######## design 1 ########
==> design_1/congestion_map.png <==
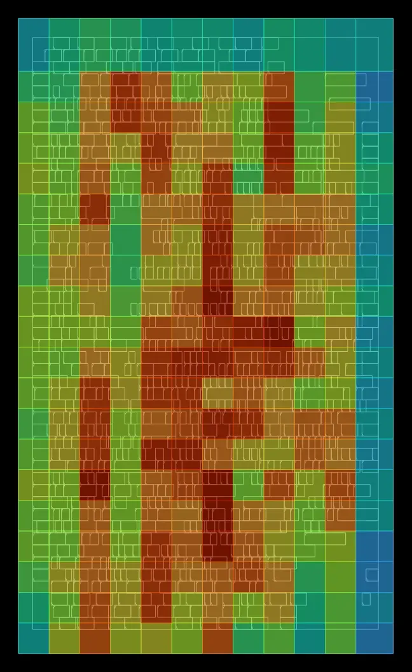

<file path="src/rtl/wb_select_unit.sv">
// Registered writeback select: one of NUM_SRC sources or an aligned/extended load, 1 cycle after accept or load response.
// Backpressure: in_ready is low while a load response is outstanding (WAIT_MEM) or being drained after a flush (DRAIN).
module wb_select_unit #(
  parameter int XLEN     = 32,
  parameter int NUM_SRC  = 4,
  parameter int LOAD_SRC = 1,
  parameter int SEL_W    = $clog2(NUM_SRC),
  parameter int OFF_W    = $clog2(XLEN/8)
) (
  input  logic                    clk,
  input  logic                    rst_n,
  input  logic                    in_valid,
  output logic                    in_ready,
  input  logic [SEL_W-1:0]        in_sel,
  input  logic [4:0]              in_rd,
  input  logic                    in_rd_we,
  input  logic [2:0]              in_funct3,
  input  logic [OFF_W-1:0]        in_addr_lo,
  input  logic [NUM_SRC*XLEN-1:0] in_src_data,
  input  logic                    flush,
  input  logic [XLEN-1:0]         mem_rdata,
  input  logic                    mem_rvalid,
  output logic                    wb_valid,
  output logic                    wb_we,
  output logic [4:0]              wb_rd,
  output logic [XLEN-1:0]         wb_data,
  output logic                    wb_misalign
);

  typedef enum logic [1:0] {IDLE, WAIT_MEM, DRAIN} state_t;

  typedef struct packed {
    logic [4:0]       rd;
    logic             rd_we;
    logic [2:0]       funct3;
    logic [OFF_W-1:0] addr_lo;
  } ld_t;

  state_t           state, state_nxt;
  ld_t              ld_q;
  logic             accept, is_load, sel_ok;
  logic [XLEN-1:0]  src_dat, lane, ext_dat;
  logic             ext_mis;
  logic [2:0]       cur_f3;
  logic [OFF_W-1:0] cur_off;
  logic             nxt_vld, nxt_we, nxt_mis;
  logic [4:0]       nxt_rd;
  logic [XLEN-1:0]  nxt_dat;

  assign in_ready = (state == IDLE);
  assign accept   = in_valid && in_ready && !flush;
  assign is_load  = (in_sel == SEL_W'(LOAD_SRC));
  assign sel_ok   = (int'(in_sel) < NUM_SRC);

  // Out-of-range selects fall through to zero
  always_comb begin
    src_dat = '0;
    for (int k = 0; k < NUM_SRC; k++) begin
      if (in_sel == SEL_W'(k)) src_dat = in_src_data[k*XLEN +: XLEN];
    end
  end

  // Extension decodes the held fields once a load is outstanding
  assign cur_f3  = (state == WAIT_MEM) ? ld_q.funct3  : in_funct3;
  assign cur_off = (state == WAIT_MEM) ? ld_q.addr_lo : in_addr_lo;
  assign lane    = mem_rdata >> {cur_off, 3'b000};

  always_comb begin
    ext_dat = '0;
    ext_mis = 1'b0;
    case (cur_f3)
      3'b000: ext_dat = XLEN'($signed(lane[7:0]));
      3'b100: ext_dat = XLEN'(lane[7:0]);
      3'b001: if (cur_off[0]) ext_mis = 1'b1; else ext_dat = XLEN'($signed(lane[15:0]));
      3'b101: if (cur_off[0]) ext_mis = 1'b1; else ext_dat = XLEN'(lane[15:0]);
      3'b010: if (cur_off[1:0] != 2'b00) ext_mis = 1'b1; else ext_dat = XLEN'($signed(lane[31:0]));
      3'b110: if (XLEN == 32 || cur_off[1:0] != 2'b00) ext_mis = 1'b1; else ext_dat = XLEN'(lane[31:0]);
      3'b011: if (XLEN == 64 && cur_off == '0) ext_dat = lane; else ext_mis = 1'b1;
      default: ext_mis = 1'b1;
    endcase
    if (ext_mis) ext_dat = '0;
  end

  always_ff @(posedge clk or negedge rst_n) begin
    if (!rst_n) state <= IDLE;
    else        state <= state_nxt;
  end

  // Flush beats a coincident response: nothing left to drain
  always_comb begin
    state_nxt = state;
    case (state)
      IDLE:     if (accept && is_load && !mem_rvalid) state_nxt = WAIT_MEM;
      WAIT_MEM: if (flush) state_nxt = mem_rvalid ? IDLE : DRAIN;
                else if (mem_rvalid) state_nxt = IDLE;
      DRAIN:    if (mem_rvalid) state_nxt = IDLE;
      default:  state_nxt = IDLE;
    endcase
  end

  always_comb begin
    nxt_vld = 1'b0;
    nxt_we  = 1'b0;
    nxt_mis = 1'b0;
    nxt_rd  = in_rd;
    nxt_dat = '0;
    case (state)
      IDLE: begin
        if (accept && !is_load) begin
          nxt_vld = 1'b1;
          nxt_dat = src_dat;
          nxt_we  = in_rd_we && (in_rd != 5'd0) && sel_ok;
        end else if (accept && mem_rvalid) begin
          nxt_vld = 1'b1;
          nxt_mis = ext_mis;
          nxt_dat = ext_dat;
          nxt_we  = in_rd_we && (in_rd != 5'd0) && !ext_mis;
        end
      end
      WAIT_MEM: begin
        if (mem_rvalid && !flush) begin
          nxt_vld = 1'b1;
          nxt_rd  = ld_q.rd;
          nxt_mis = ext_mis;
          nxt_dat = ext_dat;
          nxt_we  = ld_q.rd_we && (ld_q.rd != 5'd0) && !ext_mis;
        end
      end
      default: ;
    endcase
  end

  always_ff @(posedge clk or negedge rst_n) begin
    if (!rst_n) begin
      ld_q <= '0;
    end else if (accept && is_load && !mem_rvalid) begin
      ld_q <= '{rd: in_rd, rd_we: in_rd_we, funct3: in_funct3, addr_lo: in_addr_lo};
    end
  end

  always_ff @(posedge clk or negedge rst_n) begin
    if (!rst_n) begin
      wb_valid    <= 1'b0;
      wb_we       <= 1'b0;
      wb_misalign <= 1'b0;
      wb_rd       <= 5'd0;
      wb_data     <= '0;
    end else begin
      wb_valid    <= nxt_vld;
      wb_we       <= nxt_we;
      wb_misalign <= nxt_mis;
      if (nxt_vld) begin
        wb_rd   <= nxt_rd;
        wb_data <= nxt_dat;
      end
    end
  end

endmodule

</file>
<file path="config.mk">
export PLATFORM = sky130hd
export DESIGN_NAME = wb_select_unit
export DESIGN_NICKNAME = d
export VERILOG_FILES = /design/src/rtl/wb_select_unit.sv
export SDC_FILE = /design/constraint.sdc
export NUM_CORES = 1
export LEC_CHECK = 0
export ABC_AREA = 1
export CAP_MARGIN = 20
export CORE_ASPECT_RATIO = 1.75
export CORE_MARGIN = 3
export CORE_UTILIZATION = 41
export CTS_BUF_LIST = sky130_fd_sc_hd__clkbuf_16
export CTS_CLUSTER_SIZE = 20
export DETAILED_ROUTE_END_ITERATION = 8
export HOLD_SLACK_MARGIN = 0.02
export MAX_ROUTING_LAYER = met4
export PLACE_DENSITY_LB_ADDON = 0.3
export SLEW_MARGIN = 10
export SYNTH_ARGS = -nofsm -noshare
export SYNTH_HDL_FRONTEND = slang
export SYNTH_SLANG_ARGS = --single-unit
</file>
<file path="constraint.sdc">
create_clock -name clk -period 2.52 [get_ports clk]
set_input_delay 0.252 -clock clk [delete_from_list [all_inputs] [get_ports clk]]
set_output_delay 0.252 -clock clk [all_outputs]
set_load 0.03 [all_outputs]
</file>
######## design 2 ########
**src/rtl/imem_pkg.sv**
```systemverilog
// Shared types and constants for the instruction-memory arbiter.
package imem_pkg;

    localparam int unsigned DATA_W     = 32;
    localparam int unsigned WORD_BYTES = 4;
    localparam int unsigned WORD_SHIFT = $clog2(WORD_BYTES);
    localparam int unsigned STAT_W     = 16;

    typedef enum logic {
        ST_RR     = 1'b0,
        ST_LOCKED = 1'b1
    } arb_state_e;

    typedef enum logic {
        REQ_F = 1'b0,
        REQ_L = 1'b1
    } req_id_e;

    // One-stage response pipeline: owner, error and read-data routing per port
    typedef struct packed {
        logic f_vld;
        logic f_err;
        logic f_rd;
        logic l_vld;
        logic l_err;
        logic l_rd;
    } rsp_pipe_t;

endpackage

```
**src/rtl/imem_addr_check.sv**
```systemverilog
// Byte-address legality check (aligned and in range) and word index for the instruction memory.
module imem_addr_check
    import imem_pkg::*;
#(
    parameter  int unsigned AW    = 32,
    parameter  int unsigned DEPTH = 128,
    localparam int unsigned IW    = (DEPTH > 1) ? $clog2(DEPTH) : 1
) (
    input  logic [AW-1:0] addr_i,
    output logic          legal_o,
    output logic [IW-1:0] idx_o
);

    logic [AW-1:0] word;

    // Any nonzero bit above the index range pushes the word number past DEPTH
    always_comb begin
        word    = addr_i >> WORD_SHIFT;
        legal_o = (addr_i[WORD_SHIFT-1:0] == '0) && (word < AW'(DEPTH));
        idx_o   = word[IW-1:0];
    end

endmodule

```
**src/rtl/imem_arbiter.sv**
```systemverilog
// Round-robin arbiter sharing the single-port instruction memory between fetch (F) and loader (L).
// Optional IMEM_ARB_STATS_EN builds 16-bit saturating grant/conflict counters.
module imem_arbiter
    import imem_pkg::*;
#(
    parameter int unsigned DEPTH = 128,
    parameter int unsigned AW    = 32
) (
    input  logic              clk,
    input  logic              reset,
    input  logic              f_req,
    input  logic [AW-1:0]     f_addr,
    output logic              f_gnt,
    output logic              f_rvalid,
    output logic [DATA_W-1:0] f_rdata,
    output logic              f_err,
    input  logic              l_req,
    input  logic              l_we,
    input  logic              l_lock,
    input  logic [AW-1:0]     l_addr,
    input  logic [DATA_W-1:0] l_wdata,
    output logic              l_gnt,
    output logic              l_rvalid,
    output logic [DATA_W-1:0] l_rdata,
    output logic              l_err,
    output logic              locked,
    output logic              m_en,
    output logic              m_we,
    output logic [AW-1:0]     m_addr,
    output logic [DATA_W-1:0] m_wdata,
    input  logic [DATA_W-1:0] m_rdata,
    output logic [STAT_W-1:0] stat_f_grants,
    output logic [STAT_W-1:0] stat_l_grants,
    output logic [STAT_W-1:0] stat_conflicts
);

    localparam int unsigned IW = (DEPTH > 1) ? $clog2(DEPTH) : 1;

    arb_state_e state_q, state_d;
    req_id_e    last_q, last_d;
    rsp_pipe_t  rsp_q, rsp_d;
    logic       locked_q;

    logic [AW-1:0] chk_addr;
    logic          chk_legal;
    logic [IW-1:0] chk_idx;

    // Grant selection and lock FSM
    always_comb begin
        state_d = state_q;
        last_d  = last_q;
        f_gnt   = 1'b0;
        l_gnt   = 1'b0;
        case (state_q)
            ST_RR: begin
                if (f_req && l_req) begin
                    if (last_q == REQ_L) f_gnt = 1'b1;
                    else                 l_gnt = 1'b1;
                end else begin
                    f_gnt = f_req;
                    l_gnt = l_req;
                end
                if (l_gnt && l_lock) state_d = ST_LOCKED;
            end
            ST_LOCKED: begin
                l_gnt = l_req;
                if (!l_lock && !l_req) state_d = ST_RR;
            end
            default: state_d = ST_RR;
        endcase
        if (f_gnt)      last_d = REQ_F;
        else if (l_gnt) last_d = REQ_L;
    end

    imem_addr_check #(
        .AW    (AW),
        .DEPTH (DEPTH)
    ) u_addr_check (
        .addr_i  (chk_addr),
        .legal_o (chk_legal),
        .idx_o   (chk_idx)
    );

    // Memory request for the granted beat and next-cycle response routing
    always_comb begin
        chk_addr = l_gnt ? l_addr : f_addr;
        m_en     = (f_gnt || l_gnt) && chk_legal;
        m_we     = l_gnt && l_we && chk_legal;
        m_addr   = AW'({chk_idx, {WORD_SHIFT{1'b0}}});
        m_wdata  = l_wdata;
        rsp_d    = '0;
        rsp_d.f_vld = f_gnt;
        rsp_d.f_err = f_gnt && !chk_legal;
        rsp_d.f_rd  = f_gnt && chk_legal;
        rsp_d.l_vld = l_gnt;
        rsp_d.l_err = l_gnt && !chk_legal;
        rsp_d.l_rd  = l_gnt && chk_legal && !l_we;
    end

    always_ff @(posedge clk) begin
        if (!reset) begin
            state_q  <= ST_RR;
            last_q   <= REQ_L;
            rsp_q    <= '0;
            locked_q <= 1'b0;
        end else begin
            state_q  <= state_d;
            last_q   <= last_d;
            rsp_q    <= rsp_d;
            locked_q <= (state_d == ST_LOCKED);
        end
    end

    // Read data is only valid in the response cycle, so it is steered rather than stored
    always_comb begin
        f_rvalid = rsp_q.f_vld;
        f_err    = rsp_q.f_err;
        f_rdata  = rsp_q.f_rd ? m_rdata : '0;
        l_rvalid = rsp_q.l_vld;
        l_err    = rsp_q.l_err;
        l_rdata  = rsp_q.l_rd ? m_rdata : '0;
        locked   = locked_q;
    end

`ifdef IMEM_ARB_STATS_EN
    logic [STAT_W-1:0] sf_q, sl_q, sc_q;

    always_ff @(posedge clk) begin
        if (!reset) begin
            sf_q <= '0;
            sl_q <= '0;
            sc_q <= '0;
        end else begin
            if (f_gnt && (sf_q != '1)) sf_q <= sf_q + STAT_W'(1);
            if (l_gnt && (sl_q != '1)) sl_q <= sl_q + STAT_W'(1);
            if (f_req && l_req && (sc_q != '1)) sc_q <= sc_q + STAT_W'(1);
        end
    end

    assign stat_f_grants  = sf_q;
    assign stat_l_grants  = sl_q;
    assign stat_conflicts = sc_q;
`else
    assign stat_f_grants  = '0;
    assign stat_l_grants  = '0;
    assign stat_conflicts = '0;
`endif

endmodule

```
**config.mk**
```make
export PLATFORM = sky130hd
export DESIGN_NAME = imem_arbiter
export DESIGN_NICKNAME = d
export VERILOG_FILES = /design/src/rtl/imem_pkg.sv /design/src/rtl/imem_addr_check.sv /design/src/rtl/imem_arbiter.sv
export SDC_FILE = /design/constraint.sdc
export NUM_CORES = 1
export LEC_CHECK = 0
export CORE_AREA = 2 2 123 125
export CTS_CLUSTER_DIAMETER = 100
export DETAILED_ROUTE_END_ITERATION = 6
export DIE_AREA = 0 0 125 127
export PLACE_DENSITY = 0.5
export REMOVE_ABC_BUFFERS = 1
export SYNTH_ARGS = -nofsm -noshare
export SYNTH_HDL_FRONTEND = slang
export SYNTH_SLANG_ARGS = --single-unit
```
**constraint.sdc**
```tcl
create_clock -name clk -period 3.12 [get_ports clk]
set_input_delay 0.312 -clock clk [delete_from_list [all_inputs] [get_ports clk]]
set_output_delay 0.312 -clock clk [all_outputs]
set_load 0.05 [all_outputs]
```
==> design_1/pinout.png <==
Pins as bars across the die edge, other pins in grey.
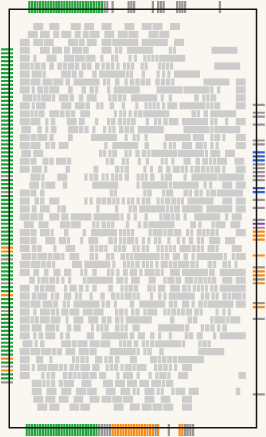
port	colour	pins	direction	edge
`mem_rdata`	orange	32	input	19 south, 8 east, 5 west
`in_src_data`	green	128	input	73 west, 28 north, 27 south
`in_rd`	blue	5	input	east
`flush`	purple	1	input	east
all pins by edge	85 west, 57 south, 43 north, 34 east
horizontal die dimension: 84.3 microns
count of input and output buffers: 218

About design_1/congestion_map.png:
GRT met1 Usage: 0.322
All-Layer GR Usage: 0.286
most crowded layer after global routing: met2

==> reports/metrics.cfg, design 1 <==
[run_status]
result_of_the_run=finished, final reports clean

[placed_design]
dp_hpwl_microns=13600

[logic_synthesis]
synthDistinctLibCells=29
top_cell_type_by_instance_count_after_synthesis=nand2_1
postSynthCellCount=737
simple_gate_share=0.438
netlist_area_sq_um=4400
synth_nets=915
compound_area_frac=0.165
adder_share=0
syn_avg_cell_area_sq_um=5.97

[route]
routedWlPerCell_microns=16.0
route.met2.wl_microns=9040
route.met3.wl_microns=1050
post-route-drc-count=0
drt_first_iter_violations=529

[timing]
worst-slew-pin-transition_ns=0.717
post_route_skew_ns=0.00762

[final_layout]
combinational_share_of_cell_area=0.388
antenna-diode-count=0
fin_cells=1071
layout.area.comb_sq_um=2670
fin_nets=1121
lay_top_count=nand2_1

[critical_path]
crit_path_end_kind=register
crit_path_start=state[0]$_DFFE_PN0P_
critical_path_required_ns=2.76
cp_data_arrival_time_ns=2.45
reg2reg_from=state[0]$_DFFE_PN0P_
rr_endpoint=wb_data[24]$_DFFE_PN0P_

[grt]
grt_max_degree=59
first_global_vias=5450
globalRouteMet2Util=0.507

[clock_network]
total_number_of_clock_tree_sinks=53
clk_pin_slew_worst_paths_ns=0.08
clock_insertion_delay_worst_skew_ns=0.30
cts.root.buffer_cell=clkbuf_16

[power]
net_switching_power_mw=1.16
p_total_mw=3.15
power_leakage_nw=3.36

[floorplanning]
io_pins=219
fp_util=0.424

[job]
drv_cap=0

design 1: state kept, by name, summed over array words and instances, names as in the netlist:
name / flops
ld_q: 11
wb_misalign: 1
wb_valid: 1
wb_data: 32
wb_rd: 5
wb_we: 1
state: 2
design 1: critical path: stages (launching register included):
cell and delay, ns:
dfrtp_1 0.49, inv_2 0.09, nor2_4 0.13, nand2_1 0.10, nand2_4 0.18, nand2_4 0.08
o21ai_1 0.27, nand2_1 0.12, clkinv_1 0.06, buf_4 0.33, nand2_1 0.10, nand2_1 0.07
nand2_1 0.05, nand2_1 0.06
==> design_2/congestion_map.png <==
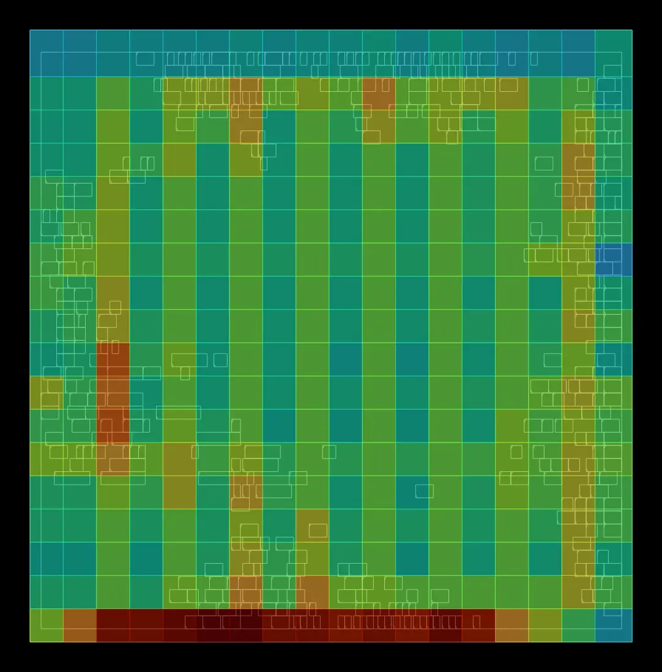
most crowded layer after global routing: met2
routed length per placed instance: 13.5 microns
GRT met1 Usage: 0.105
utilization after layout: 0.230

==> design_2/pinout.png <==
Pins as bars across the die edge, other pins in grey.
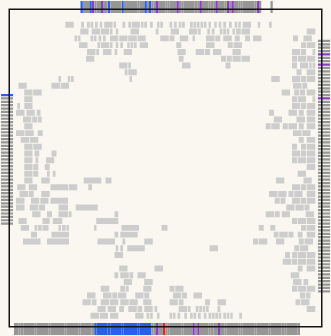
port	colour	pins	direction	edge
`f_err`	red	1	output	south
`f_addr`	blue	32	input	25 south, 6 north, 1 west
`stat_conflicts`	purple	16	output	9 north, 4 south, 3 east
all pins by edge	125 south, 80 north, 75 east, 39 west

==> reports/metrics.cfg, design 2 <==
[final_layout]
final_layout_size_suffix_gt1_frac=0.0303
nonClkBufAreaFrac=0.550
lay_top_count=clkdlybuf4s50_1
seqAreaFraction=0.0483
number_of_fill_cells_in_the_layout=1593
clock_buffer_count=3
comb.multi_input.count=198
most_frequent_logic_cells_in_the_routed_design=clkdlybuf4s50_1 (180), conb_1 (73), and2_1 (64)
num-nonclk-inverters=4

[power]
power.density_nw_per_um2=233
pwr.group.combinational_uw=446
largestPowerGroup=combinational cells
p_total_uw=771
net_switching_power_uw=350

[grt]
first_global_vias=1755
grt_pass1_wl_microns=10500
grt_max_degree=33
grt_use_met3=0.0641
groute.usage.overall=0.0872

[timing]
post_route_skew_ns=0.00378
final_worst_setup_slack_ns=0.434
rsz0062_at_grt=no
drv_slew=0
timing.final.hold_violations=0
worst-slew-pin-transition_ns=0.538
fin_crit_sh=0.861
setup-tns-final_ns=0
hold-worst-slack_ns=0.524

[logic_synthesis]
synth.cellmix.xorXnorShare=0
postSynthRegisterBits=8
top_cell_type_by_instance_count_after_synthesis=buf_4
synth_warnings=0
synth-edff-count=0
netlist_top_cells_count=buf_4 (105), and2_1 (64), nand2_1 (23)
synthDominantCellAreaShare=0.454
ys_sh_mux=0
synth_sequential_area_ratio=0.0922

[clock_network]
clk_pin_slew_worst_paths_ns=0.04
cts.root.buffer_cell=clkbuf_16
cts-resized-gates=0
cts_post_setup_buffers_inserted=0
tritoncts=yes

[route]
wl_met1_microns=3110
route.met3.wl_microns=1230
post-route-drc-count=0
drt-pass1-iter-count=4
vias_per_instance=3.26

[run_status]
result_of_the_run=finished, final reports clean

[placed_design]
placed_area_sq_um=3240
gp_congestion=0.805

[floorplanning]
fp_util=0.120
chipHeight_microns=127
well_tap_count=184
core_region_area_sq_um=14400
row_count=44

[min_path]
timing.hold.worst_endpoint=locked$_SDFF_PN0_

[critical_path]
timing.reg2reg.setup_slack_ns=1.84
number_of_cells_on_the_worst_reg_to_reg_path=5
cp_common_cell=clkdlybuf4s50_1
reg2reg_from=locked$_SDFF_PN0_

-- design 2: registers in the layout, indices dropped and copies added, names as in the netlist --
signal    cells
last_q        1
l_rvalid      1
locked        1
l_err         1
f_rvalid      1
rsp_q         2
f_err         1
-- design 2: cell families after synthesis --
| family | Yosys count |
|---|---|
| AND/OR/NAND/NOR | 119 |
| buffers and inverters | 116 |
| flip-flops | 8 |
| AND-OR/OR-AND | 6 |
| other | 1 |
-- design 2: critical path, delay by kind of cell --
| family | cells | cell delay, ns |
|---|---|---|
| buf+inv | 2 | 1.21 |
| simple gates | 4 | 0.85 |

######## design 3 ########
==> design_3/congestion_map.png <==
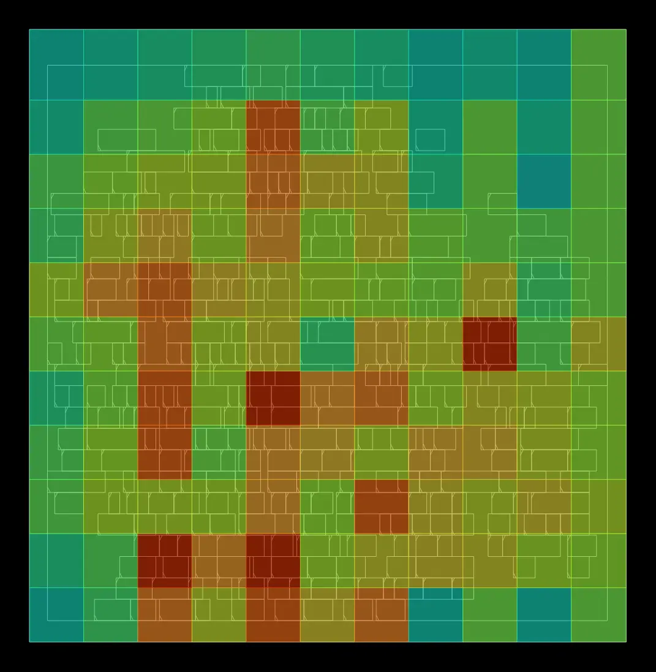
==> design_3/m3.png <==
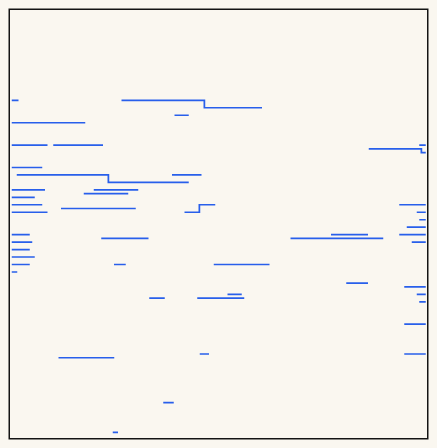
`config.mk`:
```
export PLATFORM = sky130hd
export DESIGN_NAME = hazard_ctrl
export DESIGN_NICKNAME = d
export VERILOG_FILES = /design/src/rtl/hazard_pkg.sv /design/src/rtl/hazard_sat_counter.sv /design/src/rtl/hazard_ctrl.sv
export SDC_FILE = /design/constraint.sdc
export NUM_CORES = 1
export LEC_CHECK = 0
export CAP_MARGIN = 15
export CORE_AREA = 2 2 74 76
export CTS_CLUSTER_DIAMETER = 120
export CTS_CLUSTER_SIZE = 12
export DETAILED_ROUTE_END_ITERATION = 7
export DIE_AREA = 0 0 76 78
export PLACE_DENSITY = 0.81
export SLEW_MARGIN = 40
export SYNTH_ARGS = -nofsm -noshare
export SYNTH_HDL_FRONTEND = slang
export SYNTH_SLANG_ARGS = --single-unit
```
`constraint.sdc`:
```
create_clock -name clk -period 2.2 [get_ports clk]
set_clock_uncertainty 0.1 [all_clocks]
set_input_delay 0.33 -clock clk [delete_from_list [all_inputs] [get_ports clk]]
set_output_delay 0.33 -clock clk [all_outputs]
set_load 0.02 [all_outputs]
```
`src/rtl/hazard_pkg.sv`:
```
// Shared types and defaults for the pipeline hazard/stall controller.
package hazard_pkg;

    localparam int MEM_TIMEOUT_DEF = 16;
    localparam int CNT_W_DEF       = 16;

    typedef enum logic {
        RUN,
        WAIT
    } state_t;

endpackage

```
`src/rtl/hazard_sat_counter.sv`:
```
// Saturating up-counter used for the stall and flush statistics.
module sat_counter #(
    parameter int W = 16
) (
    input  logic         clk,
    input  logic         rst_n,
    input  logic         inc,
    output logic [W-1:0] q
);

    // Holds at all-ones instead of wrapping so a long run never reads as a short one.
    always_ff @(posedge clk) begin
        if (!rst_n) begin
            q <= '0;
        end else if (inc && (q != '1)) begin
            q <= q + 1'b1;
        end
    end

endmodule

```
`src/rtl/hazard_ctrl.sv`:
```
// Load-use, taken-branch and memory-wait control for the 5-stage pipeline,
// with a bounded memory freeze and saturating stall/flush statistics.
module hazard_ctrl
    import hazard_pkg::*;
#(
    parameter int MEM_TIMEOUT = MEM_TIMEOUT_DEF,
    parameter int CNT_W       = CNT_W_DEF
) (
    input  logic             clk,
    input  logic             rst_n,
    input  logic [4:0]       rs_d,
    input  logic [4:0]       rt_d,
    input  logic             use_rs_d,
    input  logic             use_rt_d,
    input  logic             MemRead_e,
    input  logic [4:0]       rt_e,
    input  logic             branch_taken_e,
    input  logic             mem_req_m,
    input  logic             mem_ready_m,
    output logic             pc_en,
    output logic             ifid_en,
    output logic             ifid_flush,
    output logic             nop,
    output logic             idex_hold,
    output logic             exmem_hold,
    output logic             mem_abort,
    output logic             mem_err,
    output logic [CNT_W-1:0] stall_cnt,
    output logic [CNT_W-1:0] flush_cnt
);

    localparam int WCW = $clog2(MEM_TIMEOUT + 1);

    state_t         state, state_nx;
    logic [WCW-1:0] wait_cnt, wait_cnt_nx;
    logic           lu, frz, tmo;
    logic           err_set, stall_inc, flush_inc;

    // Register $zero never carries a real dependency, so it cannot cause a stall.
    assign lu  = MemRead_e && (rt_e != 5'd0) &&
                 ((use_rs_d && (rs_d == rt_e)) || (use_rt_d && (rt_d == rt_e)));
    assign tmo = (state == WAIT) && (wait_cnt == WCW'(MEM_TIMEOUT));
    assign frz = mem_req_m && !mem_ready_m && !tmo;

    always_comb begin
        pc_en       = 1'b1;
        ifid_en     = 1'b1;
        ifid_flush  = 1'b0;
        nop         = 1'b0;
        idex_hold   = 1'b0;
        exmem_hold  = 1'b0;
        mem_abort   = 1'b0;
        stall_inc   = 1'b0;
        flush_inc   = 1'b0;
        err_set     = 1'b0;
        state_nx    = state;
        wait_cnt_nx = wait_cnt;

        if (!rst_n) begin
            pc_en      = 1'b0;
            ifid_en    = 1'b0;
            ifid_flush = 1'b1;
            nop        = 1'b1;
        end else begin
            // Freeze beats branch beats load-use; a frozen EX acts on its branch after release.
            if (frz) begin
                pc_en      = 1'b0;
                ifid_en    = 1'b0;
                idex_hold  = 1'b1;
                exmem_hold = 1'b1;
                stall_inc  = 1'b1;
            end else if (branch_taken_e) begin
                ifid_flush = 1'b1;
                nop        = 1'b1;
                flush_inc  = 1'b1;
            end else if (lu) begin
                pc_en     = 1'b0;
                ifid_en   = 1'b0;
                nop       = 1'b1;
                stall_inc = 1'b1;
            end

            mem_abort = tmo && !mem_ready_m;

            case (state)
                RUN: begin
                    if (frz) begin
                        state_nx    = WAIT;
                        wait_cnt_nx = WCW'(1);
                    end
                end
                WAIT: begin
                    if (mem_ready_m) begin
                        state_nx    = RUN;
                        wait_cnt_nx = '0;
                    end else if (tmo) begin
                        state_nx    = RUN;
                        wait_cnt_nx = '0;
                        err_set     = 1'b1;
                    end else begin
                        wait_cnt_nx = wait_cnt + 1'b1;
                    end
                end
                default: begin
                    state_nx    = RUN;
                    wait_cnt_nx = '0;
                end
            endcase
        end
    end

    always_ff @(posedge clk) begin
        if (!rst_n) begin
            state    <= RUN;
            wait_cnt <= '0;
            mem_err  <= 1'b0;
        end else begin
            state    <= state_nx;
            wait_cnt <= wait_cnt_nx;
            if (err_set) begin
                mem_err <= 1'b1;
            end
        end
    end

    sat_counter #(.W(CNT_W)) u_stall_cnt (
        .clk   (clk),
        .rst_n (rst_n),
        .inc   (stall_inc),
        .q     (stall_cnt)
    );

    sat_counter #(.W(CNT_W)) u_flush_cnt (
        .clk   (clk),
        .rst_n (rst_n),
        .inc   (flush_inc),
        .q     (flush_cnt)
    );

endmodule

```
==> reports/metrics.cfg <==
[logic_synthesis]
ys.flop_type=dfxtp_1
synth_sequential_area_ratio=0.361
syn_avg_cell_area_sq_um=8.61
async_flop_share=0
postSynthRegisterBits=39
ys_top_logic_family=simple AND/OR/NAND/NOR gates
yosys-top-cells-area=dfxtp_1 (36%), xnor2_1 (7.3%), nand2_1 (4.7%)
ys_chip_area_sq_um=2160
netlist_area_sq_um=2160
compound_area_frac=0.186
netlist_top_cells_count=dfxtp_1 (39), nand2_1 (27), nor2_1 (26)
synth-edff-count=0

[route]
drt.antenna.violating_nets=0
top_layer_used=met4
post-route-drc-count=0
route.met2.wl_microns=2770
wl_met1_microns=2650
route.met3.wl_microns=289

[power]
clock_power_share=0.345
power_switching_share=0.253
power.combinational.fraction=0.155

[critical_path]
cp_common_cell=buf_4
critical_path_required_ns=2.33
timing.critical_path.to=u_stall_cnt.q[10]$_SDFFE_PN0P_
crit_path_max_incr_delay_ns=0.55
crit_buf_inv=3
crit_path_end_kind=register

[timing]
setup-tns-final_ns=0
fin_crit_sh=0.970
worst-slew-pin-transition_ns=0.411
drv_slew=0
relSlewSlack=0.725

[grt]
gr-total-overflow=0
antenna_found_initial=0

[clock_network]
tritoncts=yes
clock_tree.htree_level_count=2

[final_layout]
most_frequent_logic_cells_in_the_routed_design=clkdlybuf4s50_1 (42), buf_4 (41), dfxtp_1 (39)
stdcell_area_sq_um=3240
fin_nets=380
fin_cells=423

[run_status]
result_of_the_run=finished, final reports clean

[placed_design]
gp_congestion=0.830
io_buffer_count=62
numPlacedInstances=414

[min_path]
worstHoldStart=wait_cnt[4]$_SDFFE_PN0P_
holdPathStages=1
timing.hold.worst_endpoint=wait_cnt[4]$_SDFFE_PN0P_

[floorplanning]
core_region_area_sq_um=5040
floorplan.die_area_sq_um=5930
chipHeight_microns=78
io_pins=63

## Picture notes: design_3/congestion_map.png
GRT met1 Usage: 0.253
most crowded layer after global routing: met2
All-Layer GR Usage: 0.195
utilization after layout: 0.643
routed length per placed instance: 13.7 microns

## Picture notes: design_3/m3.png
longest straight run	16.6 microns
wire length on this layer	289 microns
share of all routed wire	5.0%
nets with wire on the layer	43
aggregate routed wire length: 5790 microns
routing usage on met3: 0.0419
number of vias after detailed routing: 2244

-- final cells by class --
class | instances | area, sq um
multi-input combinational | 198 | 1340
timing repair buffer | 103 | 925
inverter | 6 | 22.5
clock inverter | 1 | 5.00
sequential | 39 | 781
fill | 423 | 1800
tap | 70 | 87.6
clock buffer | 6 | 82.6
-- sequential cells by signal (all words and copies together), names as in the netlist --
register and count:
u_stall_cnt.q 16, u_flush_cnt.q 16, wait_cnt 5, state 1, mem_err 1


==> notes/layouts.md <==
Pictures saved along the way, in no particular order.

Wiring by layer.
Two of the layers only.
Plate I
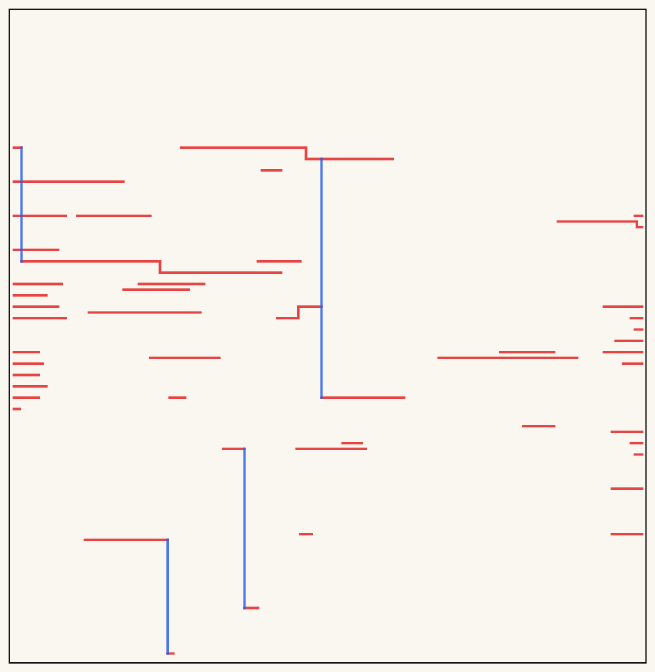
Plate II
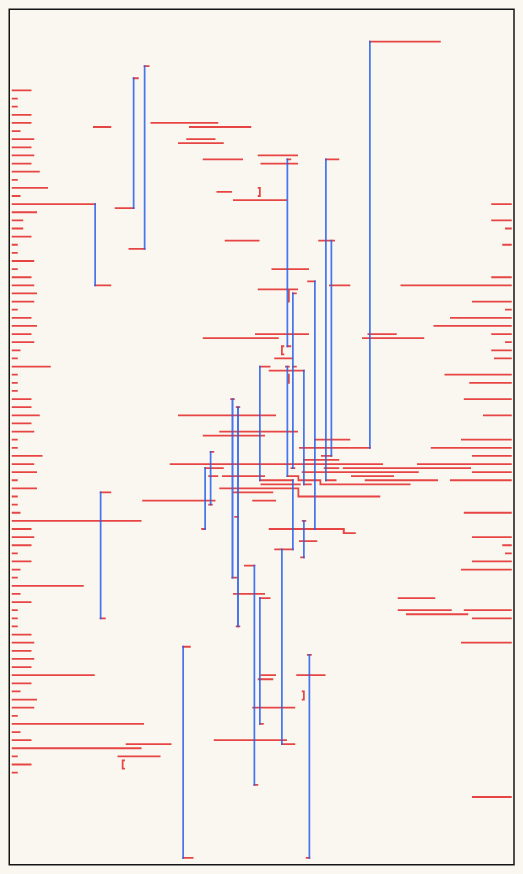
Plate III
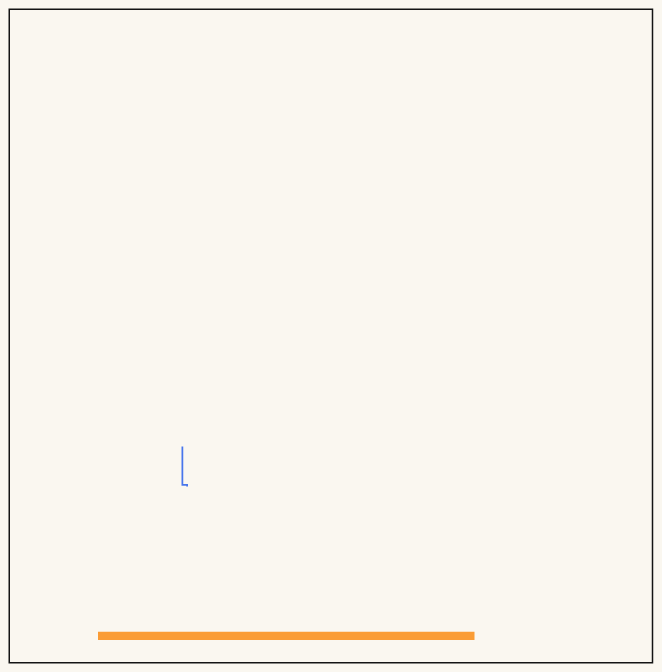
Plate I: design 3
Plate III: design 2
Plate II: design 1
The one with the least wire is Plate I.
The one with the most wire is Plate II.

Key to Plate I:
layer	colour	wire length
M4	blue	74.8 microns
M3	red	289 microns

